=== block 1 ===
--- config.mk ---
export PLATFORM = sky130hd
export DESIGN_NAME = comparator_seq32
export DESIGN_NICKNAME = d
export VERILOG_FILES = /design/src/rtl/comparator_seq32.sv
export SDC_FILE = /design/constraint.sdc
export NUM_CORES = 1
export LEC_CHECK = 0
export ABC_CLOCK_PERIOD_IN_PS = 3200
export CAP_MARGIN = 20
export CORE_MARGIN = 5
export CORE_UTILIZATION = 49
export CTS_CLUSTER_SIZE = 10
export DETAILED_ROUTE_END_ITERATION = 8
export GPL_TIMING_DRIVEN = 0
export MAX_ROUTING_LAYER = met4
export PLACE_DENSITY = 0.88
export SKIP_LAST_GASP = 1
export SLEW_MARGIN = 20
export SYNTH_ARGS = -nofsm -noshare
export SYNTH_HDL_FRONTEND = slang
export SYNTH_SLANG_ARGS = --single-unit
--- constraint.sdc ---
create_clock -name clk_i -period 3.2 [get_ports clk_i]
set_clock_uncertainty 0.1 [all_clocks]
set_input_delay 0.48 -clock clk_i [delete_from_list [all_inputs] [get_ports clk_i]]
set_output_delay 0.48 -clock clk_i [all_outputs]
set_load 0.05 [all_outputs]
--- src/rtl/comparator_seq32.sv ---
// comparator_seq32 -- sequential multi-nibble magnitude comparator.
//
// This block accepts an operand pair on a valid/ready handshake. It then
// scans the pair one 4-bit slice per cycle, starting with the most
// significant slice. Each slice is compared with comparator4 semantics
// (4-bit unsigned lt/gt). The registered lt/gt/eq verdict is returned on a
// second valid/ready handshake.
//
// Ports:
//   clk_i        clock, all state changes on the rising edge
//   rst_i        asynchronous, active-high reset
//   in_valid_i   operand pair valid
//   in_ready_o   block can accept operands (IDLE only)
//   a_i, b_i     WIDTH-bit operands, latched on acceptance
//   out_valid_o  verdict valid (registered)
//   out_ready_i  consumer accepts verdict
//   lt_o/gt_o/eq_o  registered verdict, exactly one set while out_valid_o
//   busy_o       scan in progress (SCAN only)
//   state_o      current FSM state, for observation
//
// Handshake: a transfer happens on a rising edge where valid && ready are
// both high. The producer holds its data stable while valid && !ready.
// Ready never depends on valid in the same cycle.
module comparator_seq32 #(
    parameter int WIDTH      = 32,
    parameter bit SIGNED     = 1'b0,
    parameter bit EARLY_EXIT = 1'b1
) (
    input  logic             clk_i,
    input  logic             rst_i,
    input  logic             in_valid_i,
    output logic             in_ready_o,
    input  logic [WIDTH-1:0] a_i,
    input  logic [WIDTH-1:0] b_i,
    output logic             out_valid_o,
    input  logic             out_ready_i,
    output logic             lt_o,
    output logic             gt_o,
    output logic             eq_o,
    output logic             busy_o,
    output logic [1:0]       state_o
);

    localparam int NIB  = WIDTH / 4;
    localparam int IDXW = (NIB > 1) ? $clog2(NIB) : 1;

    typedef enum logic [1:0] {
        IDLE = 2'd0,
        SCAN = 2'd1,
        DONE = 2'd2
    } state_t;

    state_t            state_q, state_d;
    logic [WIDTH-1:0]  a_q, b_q;
    logic [IDXW-1:0]   idx_q;
    // Sticky record of the first differing slice, used when not exiting early.
    logic              found_q, rec_lt_q, rec_gt_q;

    logic [3:0] a_s, b_s;
    logic       slice_lt, slice_gt, hit_new, last, finish;
    logic       res_lt, res_gt;

    // Slice select. When comparing signed operands, the top slice has its
    // sign bit inverted. This makes a plain unsigned nibble compare order
    // the operands as two's complement.
    always_comb begin
        a_s = '0;
        b_s = '0;
        for (int i = 0; i < NIB; i++) begin
            if (idx_q == IDXW'(i)) begin
                a_s = a_q[i*4 +: 4];
                b_s = b_q[i*4 +: 4];
            end
        end
        if (SIGNED && (idx_q == IDXW'(NIB - 1))) begin
            a_s[3] = ~a_s[3];
            b_s[3] = ~b_s[3];
        end
    end

    assign slice_lt = (a_s < b_s);
    assign slice_gt = (a_s > b_s);
    assign hit_new  = !found_q && (slice_lt || slice_gt);
    assign last     = (idx_q == '0);
    assign finish   = last || (EARLY_EXIT && hit_new);
    // A recorded earlier difference always wins over the current slice.
    assign res_lt   = found_q ? rec_lt_q : slice_lt;
    assign res_gt   = found_q ? rec_gt_q : slice_gt;

    assign in_ready_o = (state_q == IDLE);
    assign busy_o     = (state_q == SCAN);
    assign state_o    = state_q;

    // FSM state register.
    always_ff @(posedge clk_i or posedge rst_i) begin
        if (rst_i) begin
            state_q <= IDLE;
        end else begin
            state_q <= state_d;
        end
    end

    // FSM next-state logic.
    always_comb begin
        state_d = state_q;
        case (state_q)
            IDLE:    if (in_valid_i) state_d = SCAN;
            SCAN:    if (finish) state_d = DONE;
            DONE:    if (out_ready_i) state_d = IDLE;
            default: state_d = IDLE;
        endcase
    end

    // Registered verdict and sticky difference record.
    always_ff @(posedge clk_i or posedge rst_i) begin
        if (rst_i) begin
            out_valid_o <= 1'b0;
            lt_o        <= 1'b0;
            gt_o        <= 1'b0;
            eq_o        <= 1'b0;
            found_q     <= 1'b0;
            rec_lt_q    <= 1'b0;
            rec_gt_q    <= 1'b0;
        end else begin
            case (state_q)
                IDLE: begin
                    if (in_valid_i) begin
                        found_q  <= 1'b0;
                        rec_lt_q <= 1'b0;
                        rec_gt_q <= 1'b0;
                    end
                end
                SCAN: begin
                    if (hit_new) begin
                        found_q  <= 1'b1;
                        rec_lt_q <= slice_lt;
                        rec_gt_q <= slice_gt;
                    end
                    if (finish) begin
                        out_valid_o <= 1'b1;
                        lt_o        <= res_lt;
                        gt_o        <= res_gt;
                        eq_o        <= !res_lt && !res_gt;
                    end
                end
                DONE: begin
                    if (out_ready_i) begin
                        out_valid_o <= 1'b0;
                        lt_o        <= 1'b0;
                        gt_o        <= 1'b0;
                        eq_o        <= 1'b0;
                    end
                end
                default: ;
            endcase
        end
    end

    // Operand latch and slice index. These need no reset because they are
    // always loaded before use.
    always_ff @(posedge clk_i) begin
        if (state_q == IDLE && in_valid_i) begin
            a_q   <= a_i;
            b_q   <= b_i;
            idx_q <= IDXW'(NIB - 1);
        end else if (state_q == SCAN && !last) begin
            idx_q <= idx_q - IDXW'(1);
        end
    end

endmodule

=== block 2 ===
### config.mk
export PLATFORM = sky130hd
export DESIGN_NAME = button_events
export DESIGN_NICKNAME = d
export VERILOG_FILES = /design/src/rtl/button_events.sv
export SDC_FILE = /design/constraint.sdc
export NUM_CORES = 1
export LEC_CHECK = 0
export CAP_MARGIN = 5
export CELL_PAD_IN_SITES_DETAIL_PLACEMENT = 0
export CELL_PAD_IN_SITES_GLOBAL_PLACEMENT = 1
export CORE_UTILIZATION = 53
export DETAILED_ROUTE_END_ITERATION = 16
export GPL_ROUTABILITY_DRIVEN = 0
export PLACE_DENSITY = 0.85
export SLEW_MARGIN = 20
export SYNTH_ARGS = -nofsm -noshare
export SYNTH_HDL_FRONTEND = slang
export SYNTH_SLANG_ARGS = --single-unit
export TNS_END_PERCENT = 1
### constraint.sdc
create_clock -name clk -period 21.8 [get_ports clk]
set_input_delay 5.45 -clock clk [delete_from_list [all_inputs] [get_ports clk]]
set_output_delay 5.45 -clock clk [all_outputs]
set_load 0.01 [all_outputs]
### src/rtl/button_events.sv
// Debounce and event generation for active-low board buttons.
// Per channel: 2-flop synchronizer, debounce FSM, press/release/long/repeat pulses.
module button_events #(
    parameter int unsigned NUM_BUTTONS     = 3,
    parameter int unsigned DEBOUNCE_CYCLES = 120_000,
    parameter int unsigned LONG_CYCLES     = 6_000_000,
    parameter int unsigned REPEAT_CYCLES   = 1_200_000
) (
    input  logic                   clk,
    input  logic                   reset,
    input  logic [NUM_BUTTONS-1:0] button_n_i,
    output logic [NUM_BUTTONS-1:0] pressed_o,
    output logic [NUM_BUTTONS-1:0] press_o,
    output logic [NUM_BUTTONS-1:0] release_o,
    output logic [NUM_BUTTONS-1:0] long_o,
    output logic [NUM_BUTTONS-1:0] repeat_o
);

    localparam int unsigned DEB_W  = $clog2(DEBOUNCE_CYCLES + 1);
    localparam int unsigned HOLD_W = $clog2(LONG_CYCLES + 1);
    localparam int unsigned REP_W  = (REPEAT_CYCLES > 0) ? $clog2(REPEAT_CYCLES + 1) : 1;
    localparam bit          REP_EN = (REPEAT_CYCLES > 0);

    localparam logic [DEB_W-1:0]  DEB_LAST  = DEB_W'(DEBOUNCE_CYCLES - 1);
    localparam logic [HOLD_W-1:0] HOLD_LAST = HOLD_W'(LONG_CYCLES - 1);
    localparam logic [REP_W-1:0]  REP_LAST  = REP_W'((REPEAT_CYCLES > 0) ? REPEAT_CYCLES - 1 : 0);

    localparam logic [1:0] UP       = 2'd0;
    localparam logic [1:0] DEB_DOWN = 2'd1;
    localparam logic [1:0] DOWN     = 2'd2;
    localparam logic [1:0] DEB_UP   = 2'd3;

    logic [NUM_BUTTONS-1:0] sync1_n;
    logic [NUM_BUTTONS-1:0] sync_n;

    // Two-flop synchronizer; resets to the released level
    always_ff @(posedge clk or posedge reset) begin
        if (reset) begin
            sync1_n <= '1;
            sync_n  <= '1;
        end else begin
            sync1_n <= button_n_i;
            sync_n  <= sync1_n;
        end
    end

    for (genvar g = 0; g < NUM_BUTTONS; g++) begin : g_chan
        logic [1:0]        state, state_next;
        logic [DEB_W-1:0]  deb_cnt, deb_next;
        logic [HOLD_W-1:0] hold_cnt, hold_next;
        logic [REP_W-1:0]  rep_cnt, rep_next;
        logic              long_done, long_done_next;
        logic              pressed_q, pressed_next;
        logic              press_q, press_next;
        logic              release_q, release_next;
        logic              long_q, long_next;
        logic              repeat_q, repeat_next;

        always_ff @(posedge clk or posedge reset) begin
            if (reset) begin
                state     <= UP;
                deb_cnt   <= '0;
                hold_cnt  <= '0;
                rep_cnt   <= '0;
                long_done <= 1'b0;
                pressed_q <= 1'b0;
                press_q   <= 1'b0;
                release_q <= 1'b0;
                long_q    <= 1'b0;
                repeat_q  <= 1'b0;
            end else begin
                state     <= state_next;
                deb_cnt   <= deb_next;
                hold_cnt  <= hold_next;
                rep_cnt   <= rep_next;
                long_done <= long_done_next;
                pressed_q <= pressed_next;
                press_q   <= press_next;
                release_q <= release_next;
                long_q    <= long_next;
                repeat_q  <= repeat_next;
            end
        end

        // Hold and repeat counters freeze (not clear) while a release is being debounced
        always_comb begin
            state_next     = state;
            deb_next       = deb_cnt;
            hold_next      = hold_cnt;
            rep_next       = rep_cnt;
            long_done_next = long_done;
            pressed_next   = pressed_q;
            press_next     = 1'b0;
            release_next   = 1'b0;
            long_next      = 1'b0;
            repeat_next    = 1'b0;
            case (state)
                UP: begin
                    if (!sync_n[g]) begin
                        state_next = DEB_DOWN;
                        deb_next   = '0;
                    end
                end
                DEB_DOWN: begin
                    if (sync_n[g]) begin
                        state_next = UP;
                    end else if (deb_cnt == DEB_LAST) begin
                        state_next     = DOWN;
                        press_next     = 1'b1;
                        pressed_next   = 1'b1;
                        hold_next      = '0;
                        long_done_next = 1'b0;
                    end else begin
                        deb_next = deb_cnt + DEB_W'(1);
                    end
                end
                DOWN: begin
                    if (sync_n[g]) begin
                        state_next = DEB_UP;
                        deb_next   = '0;
                    end else if (!long_done) begin
                        hold_next = hold_cnt + HOLD_W'(1);
                        if (hold_cnt == HOLD_LAST) begin
                            long_next      = 1'b1;
                            long_done_next = 1'b1;
                            rep_next       = '0;
                        end
                    end else if (REP_EN) begin
                        if (rep_cnt == REP_LAST) begin
                            repeat_next = 1'b1;
                            rep_next    = '0;
                        end else begin
                            rep_next = rep_cnt + REP_W'(1);
                        end
                    end
                end
                DEB_UP: begin
                    if (!sync_n[g]) begin
                        state_next = DOWN;
                    end else if (deb_cnt == DEB_LAST) begin
                        state_next   = UP;
                        release_next = 1'b1;
                        pressed_next = 1'b0;
                    end else begin
                        deb_next = deb_cnt + DEB_W'(1);
                    end
                end
                default: state_next = UP;
            endcase
        end

        assign pressed_o[g] = pressed_q;
        assign press_o[g]   = press_q;
        assign release_o[g] = release_q;
        assign long_o[g]    = long_q;
        assign repeat_o[g]  = repeat_q;
    end

endmodule

=== block 3 ===
==> config.mk <==
export PLATFORM = sky130hd
export DESIGN_NAME = pz_round_ctrl
export DESIGN_NICKNAME = d
export VERILOG_FILES = /design/src/rtl/pz_round_ctrl.sv
export SDC_FILE = /design/constraint.sdc
export NUM_CORES = 1
export LEC_CHECK = 0
export CAP_MARGIN = 20
export CORE_MARGIN = 8
export CORE_UTILIZATION = 40
export CTS_CLUSTER_SIZE = 24
export DETAILED_ROUTE_END_ITERATION = 8
export GPL_ROUTABILITY_DRIVEN = 1
export PLACE_DENSITY_LB_ADDON = 0.3
export SLEW_MARGIN = 20
export SYNTH_ARGS = -nofsm -noshare
export SYNTH_HDL_FRONTEND = slang
export SYNTH_SLANG_ARGS = --single-unit
==> constraint.sdc <==
create_clock -name clk -period 5.01 [get_ports clk]
set_input_delay 0.7515 -clock clk [delete_from_list [all_inputs] [get_ports clk]]
set_output_delay 0.7515 -clock clk [all_outputs]
set_load 0.05 [all_outputs]
==> src/rtl/pz_round_ctrl.sv <==
// ---------------------------------------------------------------------------
// pz_round_ctrl
// Game sequencer for the punch-zombie board. Picks which of three holes shows
// a zombie, times each appearance and the dark gap that follows, counts hits
// and misses, and ends the game after MAX_MISS timeouts.
//
// Ports
//   clk        in   1        system clock, posedge
//   rst        in   1        asynchronous active-high reset
//   start      in   1        1-cycle pulse, begins a game from IDLE or OVER
//   hit        in   1        1-cycle pulse from the button/zombie detector
//   mole       out  3        one-hot visible zombie, 3'b000 when none
//   score      out  SCORE_W  hits this game, saturating
//   misses     out  4        timeouts this game
//   playing    out  1        high while in SPAWN/ACTIVE/GAP
//   game_over  out  1        high while in OVER
//
// Optional feature macro: PZ_SPEEDUP_EN
//   When defined, every 8th hit shortens the visible window by one tick
//   (floor MOLE_TICKS/4, minimum 1). When undefined, every zombie is shown
//   for MOLE_TICKS ticks and no window register exists.
// ---------------------------------------------------------------------------
module pz_round_ctrl #(
   parameter int unsigned TICK_DIV   = 50000,
   parameter int unsigned MOLE_TICKS = 800,
   parameter int unsigned GAP_TICKS  = 200,
   parameter int unsigned MAX_MISS   = 3,
   parameter int unsigned SCORE_W    = 8
) (
   input  logic               clk,
   input  logic               rst,
   input  logic               start,
   input  logic               hit,
   output logic [2:0]         mole,
   output logic [SCORE_W-1:0] score,
   output logic [3:0]         misses,
   output logic               playing,
   output logic               game_over
);

   localparam int unsigned PRE_W = (TICK_DIV > 1) ? $clog2(TICK_DIV) : 1;
   localparam int unsigned T_MAX = (MOLE_TICKS > GAP_TICKS) ? MOLE_TICKS : GAP_TICKS;
   localparam int unsigned TMR_W = $clog2(T_MAX + 1);

   typedef enum logic [2:0] {
      ST_IDLE   = 3'd0,
      ST_SPAWN  = 3'd1,
      ST_ACTIVE = 3'd2,
      ST_GAP    = 3'd3,
      ST_OVER   = 3'd4
   } state_t;

   state_t               state_q, state_d;
   logic [PRE_W-1:0]     pre_q, pre_d;
   logic [TMR_W-1:0]     timer_q, timer_d;
   logic [7:0]           lfsr_q, lfsr_d;
   logic [2:0]           mole_d;
   logic [SCORE_W-1:0]   score_d;
   logic [3:0]           misses_d;
   logic                 playing_d;
   logic                 game_over_d;
   logic                 tick_c;
   logic [3:0]           miss_inc_c;
   logic [TMR_W-1:0]     spawn_load_c;

`ifdef PZ_SPEEDUP_EN
   localparam int unsigned WIN_MIN = ((MOLE_TICKS / 4) >= 1) ? (MOLE_TICKS / 4) : 1;
   logic [TMR_W-1:0]     window_q, window_d;
   assign spawn_load_c = window_q;
`else
   assign spawn_load_c = TMR_W'(MOLE_TICKS);
`endif

   // State and output registers
   always_ff @(posedge clk or posedge rst) begin
      if (rst) begin
         state_q   <= ST_IDLE;
         pre_q     <= '0;
         timer_q   <= '0;
         lfsr_q    <= 8'hA5;
         mole      <= 3'b000;
         score     <= '0;
         misses    <= 4'd0;
         playing   <= 1'b0;
         game_over <= 1'b0;
`ifdef PZ_SPEEDUP_EN
         window_q  <= TMR_W'(MOLE_TICKS);
`endif
      end else begin
         state_q   <= state_d;
         pre_q     <= pre_d;
         timer_q   <= timer_d;
         lfsr_q    <= lfsr_d;
         mole      <= mole_d;
         score     <= score_d;
         misses    <= misses_d;
         playing   <= playing_d;
         game_over <= game_over_d;
`ifdef PZ_SPEEDUP_EN
         window_q  <= window_d;
`endif
      end
   end

   // Next-state and next-output logic
   always_comb begin
      state_d     = state_q;
      timer_d     = timer_q;
      mole_d      = mole;
      score_d     = score;
      misses_d    = misses;
`ifdef PZ_SPEEDUP_EN
      window_d    = window_q;
`endif
      tick_c      = (pre_q == PRE_W'(TICK_DIV - 1));
      pre_d       = tick_c ? '0 : pre_q + PRE_W'(1);
      miss_inc_c  = misses + 4'd1;
      // Fibonacci LFSR, taps 8,6,5,4; free-running in every state
      lfsr_d      = {lfsr_q[6:0], lfsr_q[7] ^ lfsr_q[5] ^ lfsr_q[4] ^ lfsr_q[3]};
      playing_d   = 1'b0;
      game_over_d = 1'b0;

      case (state_q)
         ST_IDLE, ST_OVER: begin
            if (start) begin
               score_d  = '0;
               misses_d = 4'd0;
`ifdef PZ_SPEEDUP_EN
               window_d = TMR_W'(MOLE_TICKS);
`endif
               state_d  = ST_SPAWN;
            end
         end

         ST_SPAWN: begin
            // Hole index 3 does not exist: retry on the next LFSR value
            if (lfsr_q[1:0] != 2'd3) begin
               mole_d  = 3'b001 << lfsr_q[1:0];
               timer_d = spawn_load_c;
               state_d = ST_ACTIVE;
            end
         end

         ST_ACTIVE: begin
            // A hit on the expiry cycle takes priority over the timeout
            if (hit) begin
               if (score != '1) begin
                  score_d = score + SCORE_W'(1);
`ifdef PZ_SPEEDUP_EN
                  if ((score_d[2:0] == 3'd0) && (window_q > TMR_W'(WIN_MIN))) begin
                     window_d = window_q - TMR_W'(1);
                  end
`endif
               end
               mole_d  = 3'b000;
               timer_d = TMR_W'(GAP_TICKS);
               state_d = ST_GAP;
            end else if (tick_c) begin
               if (timer_q == TMR_W'(1)) begin
                  misses_d = miss_inc_c;
                  mole_d   = 3'b000;
                  if (miss_inc_c == 4'(MAX_MISS)) begin
                     timer_d = '0;
                     state_d = ST_OVER;
                  end else begin
                     timer_d = TMR_W'(GAP_TICKS);
                     state_d = ST_GAP;
                  end
               end else begin
                  timer_d = timer_q - TMR_W'(1);
               end
            end
         end

         ST_GAP: begin
            if (tick_c) begin
               if (timer_q == TMR_W'(1)) begin
                  timer_d = '0;
                  state_d = ST_SPAWN;
               end else begin
                  timer_d = timer_q - TMR_W'(1);
               end
            end
         end

         default: begin
            mole_d  = 3'b000;
            state_d = ST_IDLE;
         end
      endcase

      // Every timed phase starts from a fresh prescaler
      if (state_d != state_q) begin
         pre_d = '0;
      end

      playing_d   = (state_d == ST_SPAWN) || (state_d == ST_ACTIVE) || (state_d == ST_GAP);
      game_over_d = (state_d == ST_OVER);
   end

endmodule

block_1/layer_met2.png
Drawn at 3 px/um.
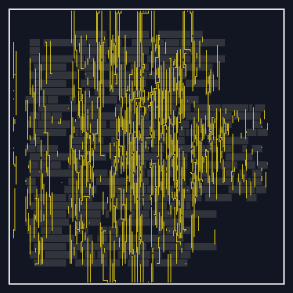
nets with wire on the layer: 350
main direction: vertical
longest straight run: 36.7 um
share of all routed wire: 52%
wire length on this layer: 3,900 um
global-route met2 utilization: 0.313
vias after detailed routing: 2,261
routed wire length: 7.45 mm

==> run notes, block 1 <==
Flow results follow.

The run finished with clean final reports. From the final report, the count of setup violators was given as 0. According to the floorplan report, the placeable core area is about 6400 um2.

The post-cts gate resize count is 1. The number of tap cells added at floorplan is between 70 and 80. The net switching fraction of the power is 0.392. The highest-count logic cell in the final layout is sky130_fd_sc_hd__clkdlybuf4s50_1. The first-pass iteration count of the detailed router is 4. Global routing finished with a remaining overflow of 0.

The launch point of the worst register-to-register path is recorded as idx_q[0]$_SDFFE_PP1P_. The OpenROAD report gives the critical path a data arrival time of 3240 ps. The biggest slice of the area belongs to flip-flops and latches. The timing-limited maximum frequency is ~0.32 GHz.

The number of buffers added to fix hold violations after cts is 0. The synthesized area divided by synthesized cell count is ~14 um2. Together, buffers and inverters on the worst path number 4.

The registers reported with the highest flop counts are a_q (32), b_q (32), idx_q (3). The via count normalized by instance count is about 5.7. The post-CTS setup buffer count is 0. The register area is between 2000 and 2500 um2.

The multi-input logic area is roughly 940 um2. The H-tree depth is 3. The adder-cell area share of the yosys netlist is 0.0349. The final hold violation count recorded for this run is 0. The end of the critical path is lt_o$_DFFE_PP0P_. The largest part of the power goes to combinational logic. Dividing the detail-routed wire length by the instance count gives about 19 um. The layout report gives the multi-input gate share of total cell area as 0.217. The clock transition at the registers of the reported paths is ~80 ps.

The setup TNS is 0 ps. The placer congestion estimate is around 0.78. Measured along the y axis, the die boundary spans between 90 and 100 um. The net switching power is between 1500 and 2000 uW.

The largest net degree at the start of global routing is 37. Once layout is complete, the utilization of the core stands at 0.681. The multiplexer share of the synthesized area is 0.
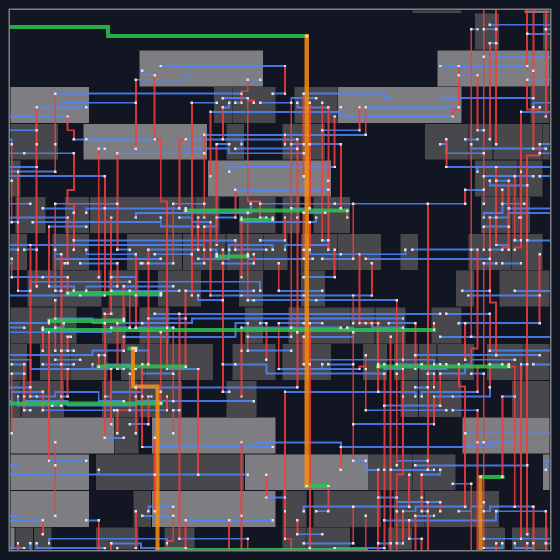
block_3/detail.png
Region (30, 50) to (70, 90) um. Cells in gray, sequential cells in the stronger gray; small squares are vias.
legend:
  blue:
    layer: metal 1
  orange:
    layer: metal 4
  green:
    layer: metal 3
  red:
    layer: metal 2
cells with their middle in the window: 101
sequential cells in the window: 13
netlist names of flops here include: timer_q (8), pre_q (2), state_q (2)
most frequent: dfrtp_1 (13), nor2_1 (7), a21oi_1 (7)

==> run notes, block 3 <==
Flow results follow.

Per the layout area report, the sequential fraction of cell area is 0.416. The number of global-route vias before repair was between 2,000 and 2,500. The kind of end point of the critical path is a register. The chip area from the yosys synthesis statistics is approximately 2900 um2. The synthesized area divided by synthesized cell count is 10.0 um2.

The sequential power reported by the tool is 534 uW. The script computed the net switching share of total power as 0.257. The first TritonRoute pass finished after 4 iterations.

The worst max-slew margin expressed relative to the limit is 0.505. The post-synthesis cell type with the largest instance count is sky130_fd_sc_hd__dfrtp_1. The routing usage on met2 is 0.203. The amount of wire on met3 after detailed routing is between 200 and 300 um. Setup total negative slack on the finished layout was measured at 0 ps. The count of buffering cells on the critical path with inverters included is 1. The post-route clock period utilization is 0.548. Total global-route track usage over all layers is 0.126. For the pin with the worst max-slew slack, the measured transition is around 740 ps. According to the cell report, flip-flops and latches in the layout number 54. Summing internal, switching and leakage power gives 1010 uW.

After floorplanning, the core was divided into 31 placement rows. Entering global routing, the biggest net connects 55 pins. The flow ran to the end, and the final reports show no timing, DRC or antenna violations. 21 I/O pins were placed. On the critical path, the stage with the largest delay is an instance of sky130_fd_sc_hd__nor3b_2. The full die area is roughly 10,000 um2. Setup slack on the critical path of the routed design comes to 2270 ps.
block_2/congestion.png
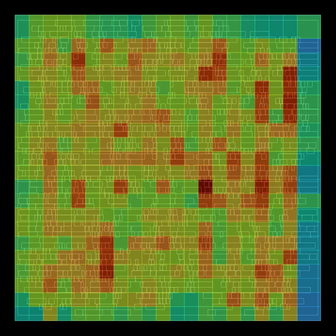
fraction of the core area covered by cells at the end of the flow: 0.600
GRT Total Usage: 0.229

==> run notes, block 2 <==
Flow results follow.

The destination of the worst register-to-register timing path is g_chan[0].rep_cnt[7]$_DFFE_PP0P_. The flow ran to the end, and the final reports show no timing, DRC or antenna violations. The number of tap cells added at floorplan is 275.

The layout has 33 clock buffers. Summing all placed instances gives a cell area of 11,800 um2. The worst max-slew margin expressed relative to the limit is 0.314. The clock period minus final worst setup slack is approximately 7000 ps. Detailed-route iteration 0 reported a violation count of around 540. The multi-input gate share of total cell area is 0.449. According to the floorplan report, the total die area is 22,300 um2. The cell internal power dissipation is about 670 uW. In the detailed route, the total length drawn on met2 is ~11 mm. met1 track demand over resource after global routing is 0.330.

Setup repair after global routing left no endpoint under its margin. The synthesis report names the predominant flop master as sky130_fd_sc_hd__dfrtp_1. The async set or reset register ratio after synthesis is 1.00. The fraction of final cell area spent on clock buffers and inverters in this run is 0.0679. The sink count of the clock tree is approximately 210. The hold path depth is 0. The number of setup buffers added after CTS is 0. For this run, the slowest stage of the critical path takes about 540 ps. The top routing layer in use is met4.

The logic depth of the worst path, buffers included is 1.

==> notes/layouts.md <==
Pictures saved along the way, in no particular order.

Gate-type map.
picture 1
Drawn at 4 px/um.
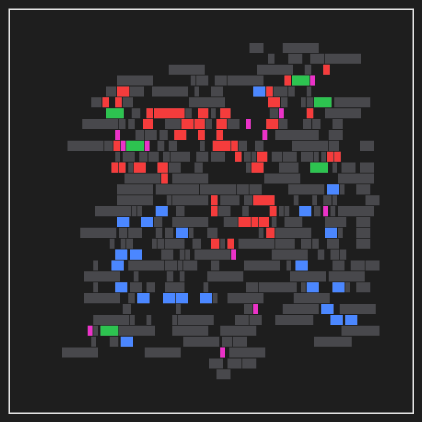
picture 2
Drawn at 3 px/um.
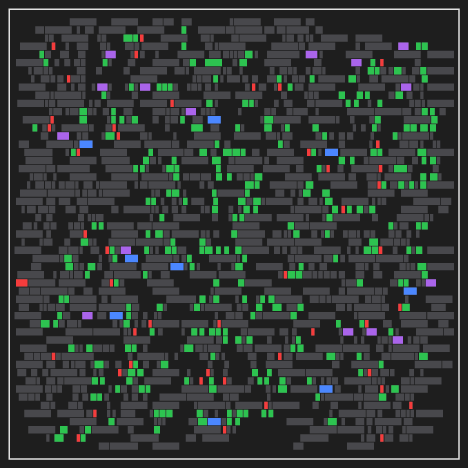
picture 3
Drawn at 4 px/um.
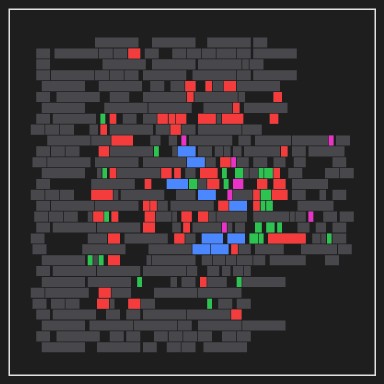
Of these, most cells: picture 2
Of these, smallest die: picture 3
| picture | from |
|---|---|
| picture 1 | block 3 |
| picture 3 | block 1 |
| picture 2 | block 2 |

Key to picture 1:
legend:
  blue:
    family: xor and xnor cells
    cells: 23
    most_used: xnor2_1
  magenta:
    family: inv cells
    cells: 12
    most_used: inv_1
  green:
    family: fa/ha/maj cells
    cells: 6
    most_used: ha_1
  red:
    family: aoi and oai cells
    cells: 43
    most_used: o21ai_0



==> notes/layouts.md <==
Pictures saved along the way, in no particular order.

Sequential cells colored by netlist name.
panel A
Drawn at 3 px/um. Other sequential cells in the stronger gray, the rest of the logic in the fainter gray.
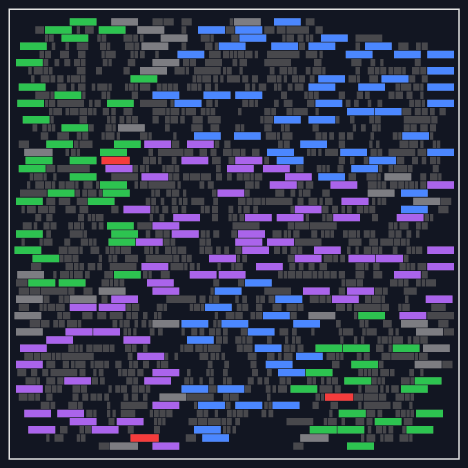
panel B
Drawn at 4 px/um. Other sequential cells in the stronger gray, the rest of the logic in the fainter gray.
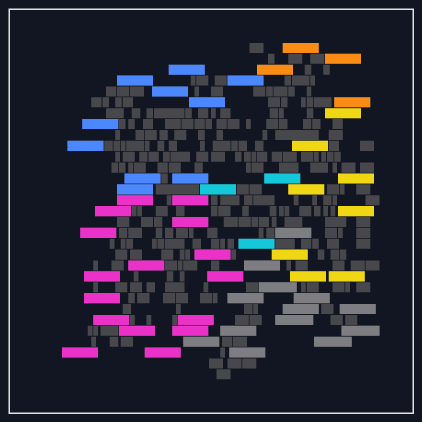
panel C
Drawn at 4 px/um. Other sequential cells in the stronger gray, the rest of the logic in the fainter gray.
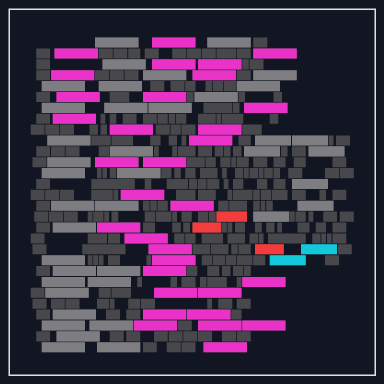
- smallest die: panel C
- largest die: panel A
block 2: panel A
block 1: panel C
block 3: panel B

Power and IR drop assume default switching activity.
